=== wb_rr_arbiter_flat ===
wb_rr_arbiter_flat/final_clocks.png
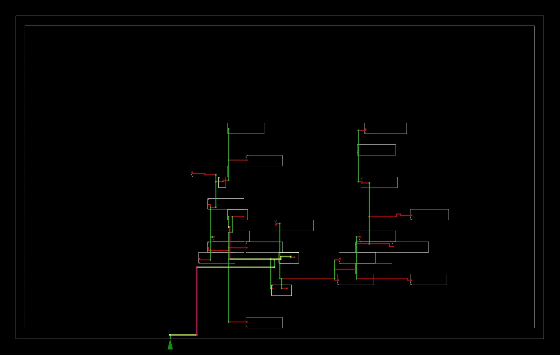

### src/rtl/wb_rr_arbiter_if.sv
// ============================================================================
// Module      : wb_rr_arbiter_if
// Description : Wishbone B4 classic bundle shared by the masters, the
//               round-robin arbiter and the downstream slave port.
// Revision    : 1.0 - initial release
// ============================================================================
`default_nettype none

interface wb_rr_arbiter_if #(
  parameter int NUM_MASTERS = 2
);
  logic [NUM_MASTERS-1:0]    m_cyc;
  logic [NUM_MASTERS-1:0]    m_stb;
  logic [NUM_MASTERS-1:0]    m_we;
  logic [32*NUM_MASTERS-1:0] m_adr;
  logic [32*NUM_MASTERS-1:0] m_dat_i;
  logic [4*NUM_MASTERS-1:0]  m_sel;
  logic [31:0]               m_dat_o;
  logic [NUM_MASTERS-1:0]    m_ack;
  logic [NUM_MASTERS-1:0]    m_err;

  logic                      s_cyc;
  logic                      s_stb;
  logic                      s_we;
  logic [31:0]               s_adr;
  logic [31:0]               s_dat_i;
  logic [3:0]                s_sel;
  logic [31:0]               s_dat_o;
  logic                      s_ack;
  logic                      s_err;

  logic [NUM_MASTERS-1:0]    grant;

  // Arbiter view: accepts the master requests, drives the slave segment.
  modport slave (
    input  m_cyc, m_stb, m_we, m_adr, m_dat_i, m_sel,
    input  s_dat_o, s_ack, s_err,
    output m_dat_o, m_ack, m_err,
    output s_cyc, s_stb, s_we, s_adr, s_dat_i, s_sel,
    output grant
  );

  // Environment view: the masters and the slave device around the arbiter.
  modport master (
    output m_cyc, m_stb, m_we, m_adr, m_dat_i, m_sel,
    output s_dat_o, s_ack, s_err,
    input  m_dat_o, m_ack, m_err,
    input  s_cyc, s_stb, s_we, s_adr, s_dat_i, s_sel,
    input  grant
  );
endinterface

`default_nettype wire

### src/rtl/wb_rr_arbiter.sv
// ============================================================================
// Module      : wb_rr_arbiter
// Description : Round-robin Wishbone B4 classic arbiter, grant held for the
//               whole CYC, with a per-transfer watchdog that returns ERR.
// Revision    : 1.0 - initial release
// ============================================================================
`default_nettype none

module wb_rr_arbiter #(
  parameter int NUM_MASTERS    = 2,
  parameter int TIMEOUT_CYCLES = 256,
  parameter int TMO_W          = 16
) (
  input  logic              clk,
  input  logic              rst_n,
  wb_rr_arbiter_if.slave    bus
);

  localparam int c_idx_w = $clog2(NUM_MASTERS);
  localparam logic [TMO_W-1:0] c_tmo_last =
    (TIMEOUT_CYCLES > 0) ? TMO_W'(TIMEOUT_CYCLES - 1) : '0;

  typedef enum logic [0:0] {
    ST_IDLE = 1'b0,
    ST_BUSY = 1'b1
  } state_t;

  state_t                 r_state, w_state_nxt;
  logic [NUM_MASTERS-1:0] r_grant, w_grant_nxt;
  logic [c_idx_w-1:0]     r_gidx,  w_gidx_nxt;
  logic [c_idx_w-1:0]     r_last,  w_last_nxt;
  logic [TMO_W-1:0]       r_tmo_cnt;

  logic                   w_active;
  logic                   w_s_cyc;
  logic                   w_s_stb;
  logic                   w_xfer;
  logic                   w_stall;
  logic                   w_tmo_hit;

  always_ff @(posedge clk or negedge rst_n) begin
    if (!rst_n) begin
      r_state <= ST_IDLE;
      r_grant <= '0;
      r_gidx  <= '0;
      r_last  <= c_idx_w'(NUM_MASTERS - 1);
    end else begin
      r_state <= w_state_nxt;
      r_grant <= w_grant_nxt;
      r_gidx  <= w_gidx_nxt;
      r_last  <= w_last_nxt;
    end
  end

  always_comb begin
    w_state_nxt = r_state;
    w_grant_nxt = r_grant;
    w_gidx_nxt  = r_gidx;
    w_last_nxt  = r_last;
    case (r_state)
      ST_IDLE: begin
        if (|bus.m_cyc) begin
          // Descending scan so the nearest requester after r_last wins.
          for (int k = NUM_MASTERS; k >= 1; k--) begin
            if (bus.m_cyc[(int'(r_last) + k) % NUM_MASTERS]) begin
              w_gidx_nxt = c_idx_w'((int'(r_last) + k) % NUM_MASTERS);
            end
          end
          w_grant_nxt             = '0;
          w_grant_nxt[w_gidx_nxt] = 1'b1;
          w_state_nxt             = ST_BUSY;
        end
      end
      ST_BUSY: begin
        if (!bus.m_cyc[r_gidx]) begin
          w_grant_nxt = '0;
          w_last_nxt  = r_gidx;
          w_state_nxt = ST_IDLE;
        end
      end
      default: begin
        w_grant_nxt = '0;
        w_state_nxt = ST_IDLE;
      end
    endcase
  end

  assign w_active = |r_grant;

  // Everything toward the slave is forced low unless a grant is held.
  always_comb begin
    w_s_cyc     = 1'b0;
    w_s_stb     = 1'b0;
    bus.s_we    = 1'b0;
    bus.s_adr   = '0;
    bus.s_dat_i = '0;
    bus.s_sel   = '0;
    if (w_active) begin
      w_s_cyc     = bus.m_cyc[r_gidx];
      w_s_stb     = bus.m_stb[r_gidx];
      bus.s_we    = bus.m_we[r_gidx];
      bus.s_adr   = bus.m_adr[32*int'(r_gidx) +: 32];
      bus.s_dat_i = bus.m_dat_i[32*int'(r_gidx) +: 32];
      bus.s_sel   = bus.m_sel[4*int'(r_gidx) +: 4];
    end
  end

  assign bus.s_cyc = w_s_cyc;
  assign bus.s_stb = w_s_stb;

  assign w_xfer    = w_s_cyc & w_s_stb;
  assign w_stall   = w_xfer & ~bus.s_ack & ~bus.s_err;
  assign w_tmo_hit = (TIMEOUT_CYCLES != 0) && w_stall && (r_tmo_cnt == c_tmo_last);

  always_ff @(posedge clk or negedge rst_n) begin
    if (!rst_n) begin
      r_tmo_cnt <= '0;
    end else if (!w_stall || w_tmo_hit || (TIMEOUT_CYCLES == 0) ||
                 (w_grant_nxt != r_grant)) begin
      r_tmo_cnt <= '0;
    end else begin
      r_tmo_cnt <= r_tmo_cnt + 1'b1;
    end
  end

  assign bus.m_dat_o = bus.s_dat_o;
  assign bus.m_ack   = r_grant & {NUM_MASTERS{bus.s_ack & w_xfer}};
  assign bus.m_err   = r_grant & {NUM_MASTERS{(bus.s_err | w_tmo_hit) & w_xfer}};
  assign bus.grant   = r_grant;

endmodule

`default_nettype wire

### src/flat_wrapper.sv
// flat-port wrapper written by rule: the top's interface ports become plain ports
module wb_rr_arbiter_flat 
#(
  parameter int NUM_MASTERS    = 2,
  parameter int TIMEOUT_CYCLES = 256,
  parameter int TMO_W          = 16
)
  (clk, rst_n, bus_m_cyc, bus_m_stb, bus_m_we, bus_m_adr, bus_m_dat_i, bus_m_sel, bus_s_dat_o, bus_s_ack, bus_s_err, bus_m_dat_o, bus_m_ack, bus_m_err, bus_s_cyc, bus_s_stb, bus_s_we, bus_s_adr, bus_s_dat_i, bus_s_sel, bus_grant);
  wb_rr_arbiter_if #(.NUM_MASTERS(NUM_MASTERS)) bus_i ();
  input  logic clk;
  input  logic rst_n;
  input wire logic [$bits(bus_i.m_cyc)-1:0] bus_m_cyc;
  input wire logic [$bits(bus_i.m_stb)-1:0] bus_m_stb;
  input wire logic [$bits(bus_i.m_we)-1:0] bus_m_we;
  input wire logic [$bits(bus_i.m_adr)-1:0] bus_m_adr;
  input wire logic [$bits(bus_i.m_dat_i)-1:0] bus_m_dat_i;
  input wire logic [$bits(bus_i.m_sel)-1:0] bus_m_sel;
  input wire logic [$bits(bus_i.s_dat_o)-1:0] bus_s_dat_o;
  input wire logic [$bits(bus_i.s_ack)-1:0] bus_s_ack;
  input wire logic [$bits(bus_i.s_err)-1:0] bus_s_err;
  output wire logic [$bits(bus_i.m_dat_o)-1:0] bus_m_dat_o;
  output wire logic [$bits(bus_i.m_ack)-1:0] bus_m_ack;
  output wire logic [$bits(bus_i.m_err)-1:0] bus_m_err;
  output wire logic [$bits(bus_i.s_cyc)-1:0] bus_s_cyc;
  output wire logic [$bits(bus_i.s_stb)-1:0] bus_s_stb;
  output wire logic [$bits(bus_i.s_we)-1:0] bus_s_we;
  output wire logic [$bits(bus_i.s_adr)-1:0] bus_s_adr;
  output wire logic [$bits(bus_i.s_dat_i)-1:0] bus_s_dat_i;
  output wire logic [$bits(bus_i.s_sel)-1:0] bus_s_sel;
  output wire logic [$bits(bus_i.grant)-1:0] bus_grant;
  assign bus_i.m_cyc = bus_m_cyc;
  assign bus_i.m_stb = bus_m_stb;
  assign bus_i.m_we = bus_m_we;
  assign bus_i.m_adr = bus_m_adr;
  assign bus_i.m_dat_i = bus_m_dat_i;
  assign bus_i.m_sel = bus_m_sel;
  assign bus_i.s_dat_o = bus_s_dat_o;
  assign bus_i.s_ack = bus_s_ack;
  assign bus_i.s_err = bus_s_err;
  assign bus_m_dat_o = bus_i.m_dat_o;
  assign bus_m_ack = bus_i.m_ack;
  assign bus_m_err = bus_i.m_err;
  assign bus_s_cyc = bus_i.s_cyc;
  assign bus_s_stb = bus_i.s_stb;
  assign bus_s_we = bus_i.s_we;
  assign bus_s_adr = bus_i.s_adr;
  assign bus_s_dat_i = bus_i.s_dat_i;
  assign bus_s_sel = bus_i.s_sel;
  assign bus_grant = bus_i.grant;
  wb_rr_arbiter #(.NUM_MASTERS(NUM_MASTERS), .TIMEOUT_CYCLES(TIMEOUT_CYCLES), .TMO_W(TMO_W)) u_core (.clk(clk), .rst_n(rst_n), .bus(bus_i));
endmodule
### config.mk
export PLATFORM = sky130hd
export DESIGN_NAME = wb_rr_arbiter_flat
export DESIGN_NICKNAME = d
export VERILOG_FILES = /design/src/rtl/wb_rr_arbiter_if.sv /design/src/rtl/wb_rr_arbiter.sv /design/src/flat_wrapper.sv
export SDC_FILE = /design/constraint.sdc
export NUM_CORES = 1
export LEC_CHECK = 0
export CAP_MARGIN = 20
export CORE_ASPECT_RATIO = 0.6
export CORE_MARGIN = 2
export CORE_UTILIZATION = 26
export CTS_BUF_LIST = sky130_fd_sc_hd__clkbuf_4 sky130_fd_sc_hd__clkbuf_8
export CTS_CLUSTER_DIAMETER = 200
export DETAILED_ROUTE_END_ITERATION = 10
export PLACE_DENSITY = 0.89
export SLEW_MARGIN = 20
export SYNTH_ARGS = -nofsm -noshare
export SYNTH_HDL_FRONTEND = slang
export SYNTH_SLANG_ARGS = --single-unit
### constraint.sdc
create_clock -name clk -period 1.5 [get_ports clk]
set_input_delay 0.3 -clock clk [delete_from_list [all_inputs] [get_ports clk]]
set_output_delay 0.3 -clock clk [all_outputs]
set_load 0.05 [all_outputs]
=== matrix_result_streamer ===
$ cat config.mk
export PLATFORM = sky130hd
export DESIGN_NAME = matrix_result_streamer
export DESIGN_NICKNAME = d
export VERILOG_FILES = /design/src/rtl/matrix_pkg.sv /design/src/rtl/elem_addr_gen.sv /design/src/rtl/matrix_result_streamer.sv
export SDC_FILE = /design/constraint.sdc
export NUM_CORES = 1
export LEC_CHECK = 0
export ABC_AREA = 1
export CORE_MARGIN = 2
export CORE_UTILIZATION = 45
export CTS_CLUSTER_SIZE = 25
export DETAILED_ROUTE_END_ITERATION = 10
export GPL_TIMING_DRIVEN = 1
export HOLD_SLACK_MARGIN = 0.1
export PLACE_DENSITY = 0.68
export REMOVE_ABC_BUFFERS = 1
export SKIP_LAST_GASP = 1
export SYNTH_ARGS = -nofsm -noshare
export SYNTH_HDL_FRONTEND = slang
export SYNTH_SLANG_ARGS = --single-unit
$ cat constraint.sdc
create_clock -name clk -period 4.15 [get_ports clk]
set_input_delay 0.83 -clock clk [delete_from_list [all_inputs] [get_ports clk]]
set_output_delay 0.83 -clock clk [all_outputs]
set_load 0.05 [all_outputs]
$ cat src/rtl/matrix_pkg.sv
// Shared constants, op_code/size encodings and the FSM state type for matrix_result_streamer.
package matrix_pkg;

  localparam int ELEM_W    = 8;
  localparam int DIM_MAX   = 5;
  localparam int DET_W     = 40;
  localparam int DET_BYTES = DET_W / ELEM_W;
  localparam int BUS_W     = DIM_MAX * DIM_MAX * ELEM_W;
  localparam int CNT_W     = 3;

  localparam logic [2:0] OP_ADD   = 3'b000;
  localparam logic [2:0] OP_SUB   = 3'b001;
  localparam logic [2:0] OP_SCALE = 3'b010;
  localparam logic [2:0] OP_TRANS = 3'b011;
  localparam logic [2:0] OP_HADM  = 3'b100;
  localparam logic [2:0] OP_DET   = 3'b101;
  localparam logic [2:0] OP_MMUL  = 3'b110;

  localparam logic [1:0] SIZE_2X2 = 2'b00;
  localparam logic [1:0] SIZE_3X3 = 2'b01;
  localparam logic [1:0] SIZE_4X4 = 2'b10;
  localparam logic [1:0] SIZE_5X5 = 2'b11;

  typedef enum logic [1:0] {
    ST_IDLE = 2'd0,
    ST_SEND = 2'd1,
    ST_TAG  = 2'd2,
    ST_DONE = 2'd3
  } state_e;

  // Highest row/column index for an encoded matrix size (N-1 = size+1).
  function automatic logic [CNT_W-1:0] dim_last(input logic [1:0] size);
    return CNT_W'({1'b0, size}) + CNT_W'(1);
  endfunction

endpackage

$ cat src/rtl/elem_addr_gen.sv
// Maps a (row, col) element position to its flat bit offset in the packed result bus.
module elem_addr_gen
  import matrix_pkg::*;
#(
  parameter int ELEM_W  = 8,
  parameter int DIM_MAX = 5,
  parameter int OFF_W   = 8
) (
  input  logic [CNT_W-1:0] row,
  input  logic [CNT_W-1:0] col,
  output logic [OFF_W-1:0] offset
);

  always_comb begin
    offset = OFF_W'(ELEM_W * (DIM_MAX * int'(row) + int'(col)));
  end

endmodule

$ cat src/rtl/matrix_result_streamer.sv
// Captures one packed ALU result and streams it out a byte per beat over valid/ready.
// Optional overflow tag beat enabled by defining MATRIX_STREAM_OVF_TAG_EN.
//
// Handshake: out_valid/out_data/out_last are held stable while out_valid=1 and
// out_ready=0; a beat transfers on a rising edge where both are high; out_valid
// never drops until the beat it presents has transferred (or reset aborts).
module matrix_result_streamer
  import matrix_pkg::*;
#(
  parameter int ELEM_W  = 8,
  parameter int DIM_MAX = 5
) (
  input  logic                               clk,
  input  logic                               rst,
  input  logic                               start,
  input  logic [2:0]                         op_code,
  input  logic [1:0]                         matrix_size,
  input  logic signed [DIM_MAX*DIM_MAX*ELEM_W-1:0] result_final,
  input  logic                               overflow,
  output logic [ELEM_W-1:0]                  out_data,
  output logic                               out_valid,
  input  logic                               out_ready,
  output logic                               out_last,
  output logic                               busy,
  output logic                               done,
  output state_e                             dbg_state
);

  localparam int BW    = DIM_MAX * DIM_MAX * ELEM_W;
  localparam int OFF_W = $clog2(BW);

  state_e            state_q, state_d;
  logic [BW-1:0]     data_q, data_d;
  logic [2:0]        op_q, op_d;
  logic [1:0]        size_q, size_d;
  logic [CNT_W-1:0]  r_q, r_d;
  logic [CNT_W-1:0]  c_q, c_d;
`ifdef MATRIX_STREAM_OVF_TAG_EN
  logic              ovf_q, ovf_d;
`else
  logic              unused_ovf;
  assign unused_ovf = overflow;
`endif

  logic              is_det;
  logic [CNT_W-1:0]  n_last;
  logic              last_data;
  logic [OFF_W-1:0]  elem_off;
  logic [ELEM_W-1:0] elem_byte;

  // Determinant bytes reuse the same addressing with row fixed at 0.
  elem_addr_gen #(
    .ELEM_W  (ELEM_W),
    .DIM_MAX (DIM_MAX),
    .OFF_W   (OFF_W)
  ) u_addr (
    .row    (r_q),
    .col    (c_q),
    .offset (elem_off)
  );

  always_comb begin
    is_det    = (op_q == OP_DET);
    n_last    = dim_last(size_q);
    last_data = is_det ? (c_q == CNT_W'(DET_BYTES - 1))
                       : ((r_q == n_last) && (c_q == n_last));
    elem_byte = data_q[elem_off +: ELEM_W];
  end

  always_ff @(posedge clk or negedge rst) begin
    if (!rst) begin
      state_q <= ST_IDLE;
      data_q  <= '0;
      op_q    <= '0;
      size_q  <= '0;
      r_q     <= '0;
      c_q     <= '0;
`ifdef MATRIX_STREAM_OVF_TAG_EN
      ovf_q   <= 1'b0;
`endif
    end else begin
      state_q <= state_d;
      data_q  <= data_d;
      op_q    <= op_d;
      size_q  <= size_d;
      r_q     <= r_d;
      c_q     <= c_d;
`ifdef MATRIX_STREAM_OVF_TAG_EN
      ovf_q   <= ovf_d;
`endif
    end
  end

  always_comb begin
    state_d = state_q;
    data_d  = data_q;
    op_d    = op_q;
    size_d  = size_q;
    r_d     = r_q;
    c_d     = c_q;
`ifdef MATRIX_STREAM_OVF_TAG_EN
    ovf_d   = ovf_q;
`endif
    case (state_q)
      ST_IDLE: begin
        if (start) begin
          state_d = ST_SEND;
          data_d  = $unsigned(result_final);
          op_d    = op_code;
          size_d  = matrix_size;
          r_d     = '0;
          c_d     = '0;
`ifdef MATRIX_STREAM_OVF_TAG_EN
          ovf_d   = overflow;
`endif
        end
      end
      ST_SEND: begin
        if (out_ready) begin
          if (last_data) begin
`ifdef MATRIX_STREAM_OVF_TAG_EN
            state_d = ST_TAG;
`else
            state_d = ST_DONE;
`endif
          end else if (!is_det && (c_q == n_last)) begin
            c_d = '0;
            r_d = r_q + CNT_W'(1);
          end else begin
            c_d = c_q + CNT_W'(1);
          end
        end
      end
`ifdef MATRIX_STREAM_OVF_TAG_EN
      ST_TAG: begin
        if (out_ready) state_d = ST_DONE;
      end
`endif
      ST_DONE: state_d = ST_IDLE;
      default: state_d = ST_IDLE;
    endcase
  end

  always_comb begin
    out_valid = 1'b0;
    out_last  = 1'b0;
    out_data  = '0;
    busy      = 1'b0;
    done      = 1'b0;
    dbg_state = state_q;
    case (state_q)
      ST_SEND: begin
        out_valid = 1'b1;
        busy      = 1'b1;
        out_data  = elem_byte;
`ifndef MATRIX_STREAM_OVF_TAG_EN
        out_last  = last_data;
`endif
      end
`ifdef MATRIX_STREAM_OVF_TAG_EN
      ST_TAG: begin
        out_valid = 1'b1;
        busy      = 1'b1;
        out_last  = 1'b1;
        out_data  = {{(ELEM_W-1){1'b0}}, ovf_q};
      end
`endif
      ST_DONE: done = 1'b1;
      default: ;
    endcase
  end

endmodule

matrix_result_streamer/final_clocks.png
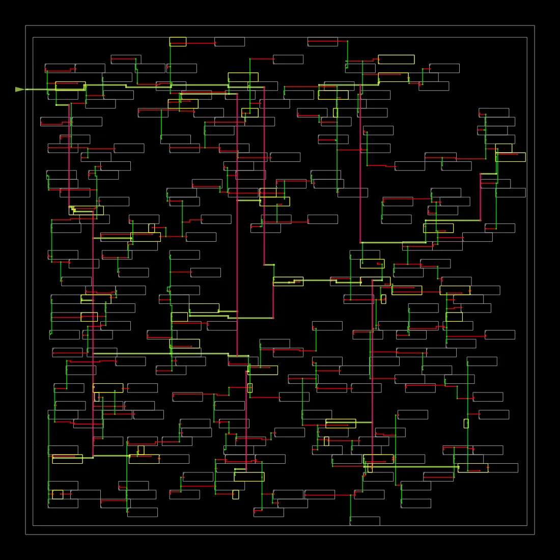
maximum clock skew at final layout: 15.08 ps
number of clock buffer instances in the layout: 40
TritonCTS sink count: 213
clk pwr: 2180 uW
total clock buffers created by CTS: 25

==> impl_results.rst, matrix_result_streamer <==
Implementation results
======================

.. list-table::
   :header-rows: 1

   * - Metric
     - Value
   * - Run status
     - complete, no violations
   * - Worst slew margin relative to its limit
     - 49.24%
   * - Power consumption
     - about 14000 uW
   * - Average footprint of a synthesized cell
     - around 10 um^2
   * - Latest clock arrival within the worst-skew pair
     - around 540 ps
   * - Cell depth of the worst flop-to-flop path
     - 4
   * - Basic-gate share of the synthesized area counting and, or, nand and nor cells
     - 19.23%
   * - Pwr/cell area
     - just over 1000 nW/um^2
   * - Amount of wire on met2 after detailed routing
     - around 13000 um
   * - Initial Util
     - a little under half
   * - CTS clock-pin slew for the worst setup and hold paths
     - ~60 ps
   * - Fraction of the core area covered by cells at the end of the flow
     - between 60% and 70%
   * - CTS Root Cell
     - sky130_fd_sc_hd__clkbuf_16
   * - Final TNS setup
     - 0 ps
   * - Most frequently used flop master after synthesis
     - sky130_fd_sc_hd__dfrtp_1
   * - Number of detailed-route iterations in the first pass
     - 4
   * - Top logic cell family in the synthesized netlist
     - multiplexers
   * - Core area
     - ~23000 um^2
   * - Cell class contributing the biggest share of worst-path delay
     - simple AND/OR/NAND/NOR gates
   * - Fin. Hold Viols
     - 0
   * - HPWL after detailed placement
     - roughly 19000 um
   * - Number of global-route vias before repair
     - 8229
   * - Total area of multi-input combinational cells
     - around 4700 um^2
   * - Max_cap viols
     - 0
   * - Max rail drop VDD
     - just over 700 uV
-- matrix_result_streamer: report_power, final --
part | leakage [uW] | switching [uW] | internal (uW) | total, uW
sequential | 0.00263 | 496 | 3040 | 3540
clock | 0.000408 | 872 | 1310 | 2180
combinational | 0.00342 | 4960 | 3580 | 8540
total | 0.00645 | 6330 | 7920 | 14300
-- matrix_result_streamer: repair_timing --
item | CTS | global route
pin swaps | 6 | 7
gates resized | 14 | 6
gates cloned | 1 | 0
endpoints found under the setup margin | 7 | 7
setup buffers | 7 | 1
-- matrix_result_streamer: cell type report --
type	count	area share, %
tap	285	2.548
inverter	36	0.9924
timing repair buffer	254	18.79
clock inverter	6	0.5275
sequential	213	38.10
clock buffer	40	5.373
multi-input combinational	720	33.65
antenna	1	0.01788
-- matrix_result_streamer: worst reg2reg max path: stages, from the launching register on --
cell and delay (ps):
sky130_fd_sc_hd__dfrtp_1 430, sky130_fd_sc_hd__nor2_2 280, sky130_fd_sc_hd__nand2_8 390, sky130_fd_sc_hd__buf_4 470, sky130_fd_sc_hd__mux2_1 340
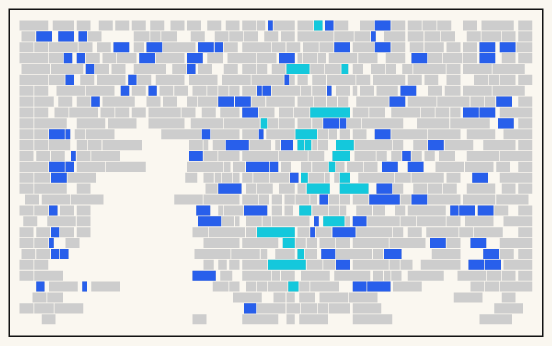
wb_rr_arbiter_flat/gate_families.png
Scale: 4 px per um.
| colour | family | cells |
|---|---|---|
| cyan | inverting AOI/OAI gates | 22 |
| blue | NOR gates | 98 |

Notes on wb_rr_arbiter_flat/final_clocks.png above:
number of clock buffer instances in the layout: 3
maximum clock skew at final layout: 9.287 ps

==> impl_results.rst, wb_rr_arbiter_flat <==
Implementation results
======================

.. list-table::
   :header-rows: 1

   * - Metric
     - Value
   * - Violations in the final reports
     - negative setup slack
   * - Synthesized registers
     - 21
   * - Routed len/inst
     - between 20 and 25 um
   * - Run status
     - complete, but fails checks
   * - Total setup violations reported at the end of the flow
     - approximately 94
   * - Multi-input logic cell count
     - 239
   * - Worst-case setup margin in the final layout
     - -641.8 ps
   * - Reg-to-reg startpoint
     - u_core.r_gidx$_DFFE_PN0P_
   * - Violation tally from detailed-route iteration zero
     - ~250
   * - Count of pins on the block boundary
     - around 290
   * - Number of port buffers
     - around 220
   * - TritonCTS sink count
     - 21
   * - Int Power
     - 8094 uW
   * - Die Wd
     - 133.0 um
   * - Portion of netlist area occupied by mux cells
     - ~27%
   * - Fraction of power consumed by sequential logic
     - 4.8%
   * - Clock tree from TritonCTS
     - yes
   * - Largest net degree at the start of global routing
     - 22
   * - Cells along the critical path
     - ha_2 > and4_4 > nand4_1 > o21bai_1 > and3_4 > buf_12
   * - Clock tree cell share of total cell area
     - less than 1%
   * - Combined flip-flop and latch cell area
     - between 500 and 600 um^2
   * - Library cell with the largest summed area after synthesis
     - sky130_fd_sc_hd__mux2i_1
==> wb_rr_arbiter_flat: kinds of logic after synthesis <==
logic type               Yosys count
AND-OR/OR-AND                     23
AND/OR/NAND/NOR                  132
adder cells (fa/ha/maj)            1
flip-flops                        21
buffers and inverters             58
XOR/XNOR                          12
multiplexers                      70
==> wb_rr_arbiter_flat: per-stage QoR <==
stage	total power, uW	setup WS (ps)	std cells	setup TNS (ps)
finish	16240	-641.8	728	-41550
global route	16610	-655.3	728	-43180
CTS	14580	-526.5	719	-34750
detailed placement	12110	-607.1	690	-21030
global placement	11890	-523.4	690	-16780
floorplan	7338	-411.3	317	-16260
==> wb_rr_arbiter_flat: layer usage <==
| metal | wire length, um | GRT usage, % |
|---|---|---|
| met3 | 1791 | 9.114 |
| met2 | 9183 | 50.73 |
| met5 | 0 | 0 |
| met4 | 1275 | 10.65 |
| met1 | 5839 | 28.43 |
==> wb_rr_arbiter_flat: timing repair <==
| item | in CTS | in global routing |
|---|---|---|
| setup endpoints to repair | 91 | 93 |
| gates resized | 112 | 97 |
| gates cloned | 8 | 3 |
| setup buffers | 29 | 12 |
| pin swaps | 18 | 31 |
| endpoints found under the hold margin | 0 | 0 |


==> screenshots <==
Wires at chosen ports, followed through buffers.
panel A
Scale: 2 px per um.
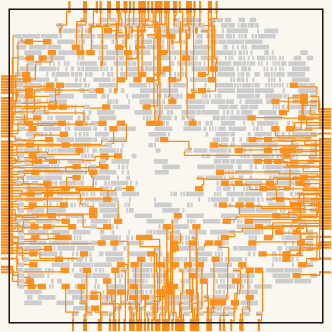
panel B
Scale: 4 px per um.
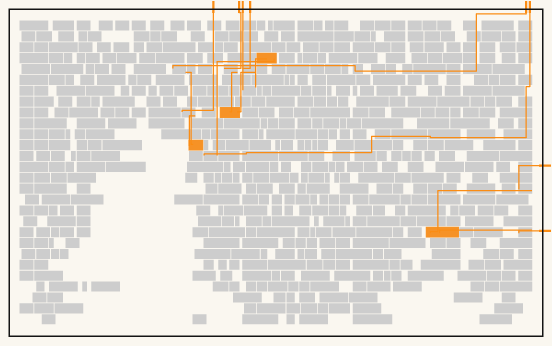
wb_rr_arbiter_flat -> panel B
matrix_result_streamer -> panel A
- largest die: panel A
- most cells: panel A

Key to panel A:
| colour | port | bits | direction | edge | end cells | wire |
|---|---|---|---|---|---|---|
| orange | result_final | 200 | input | 68 west, 49 east, 46 south, 37 north | 200 | 6380 um |

No activity file was given, so power comes from the tool's default toggle rates.
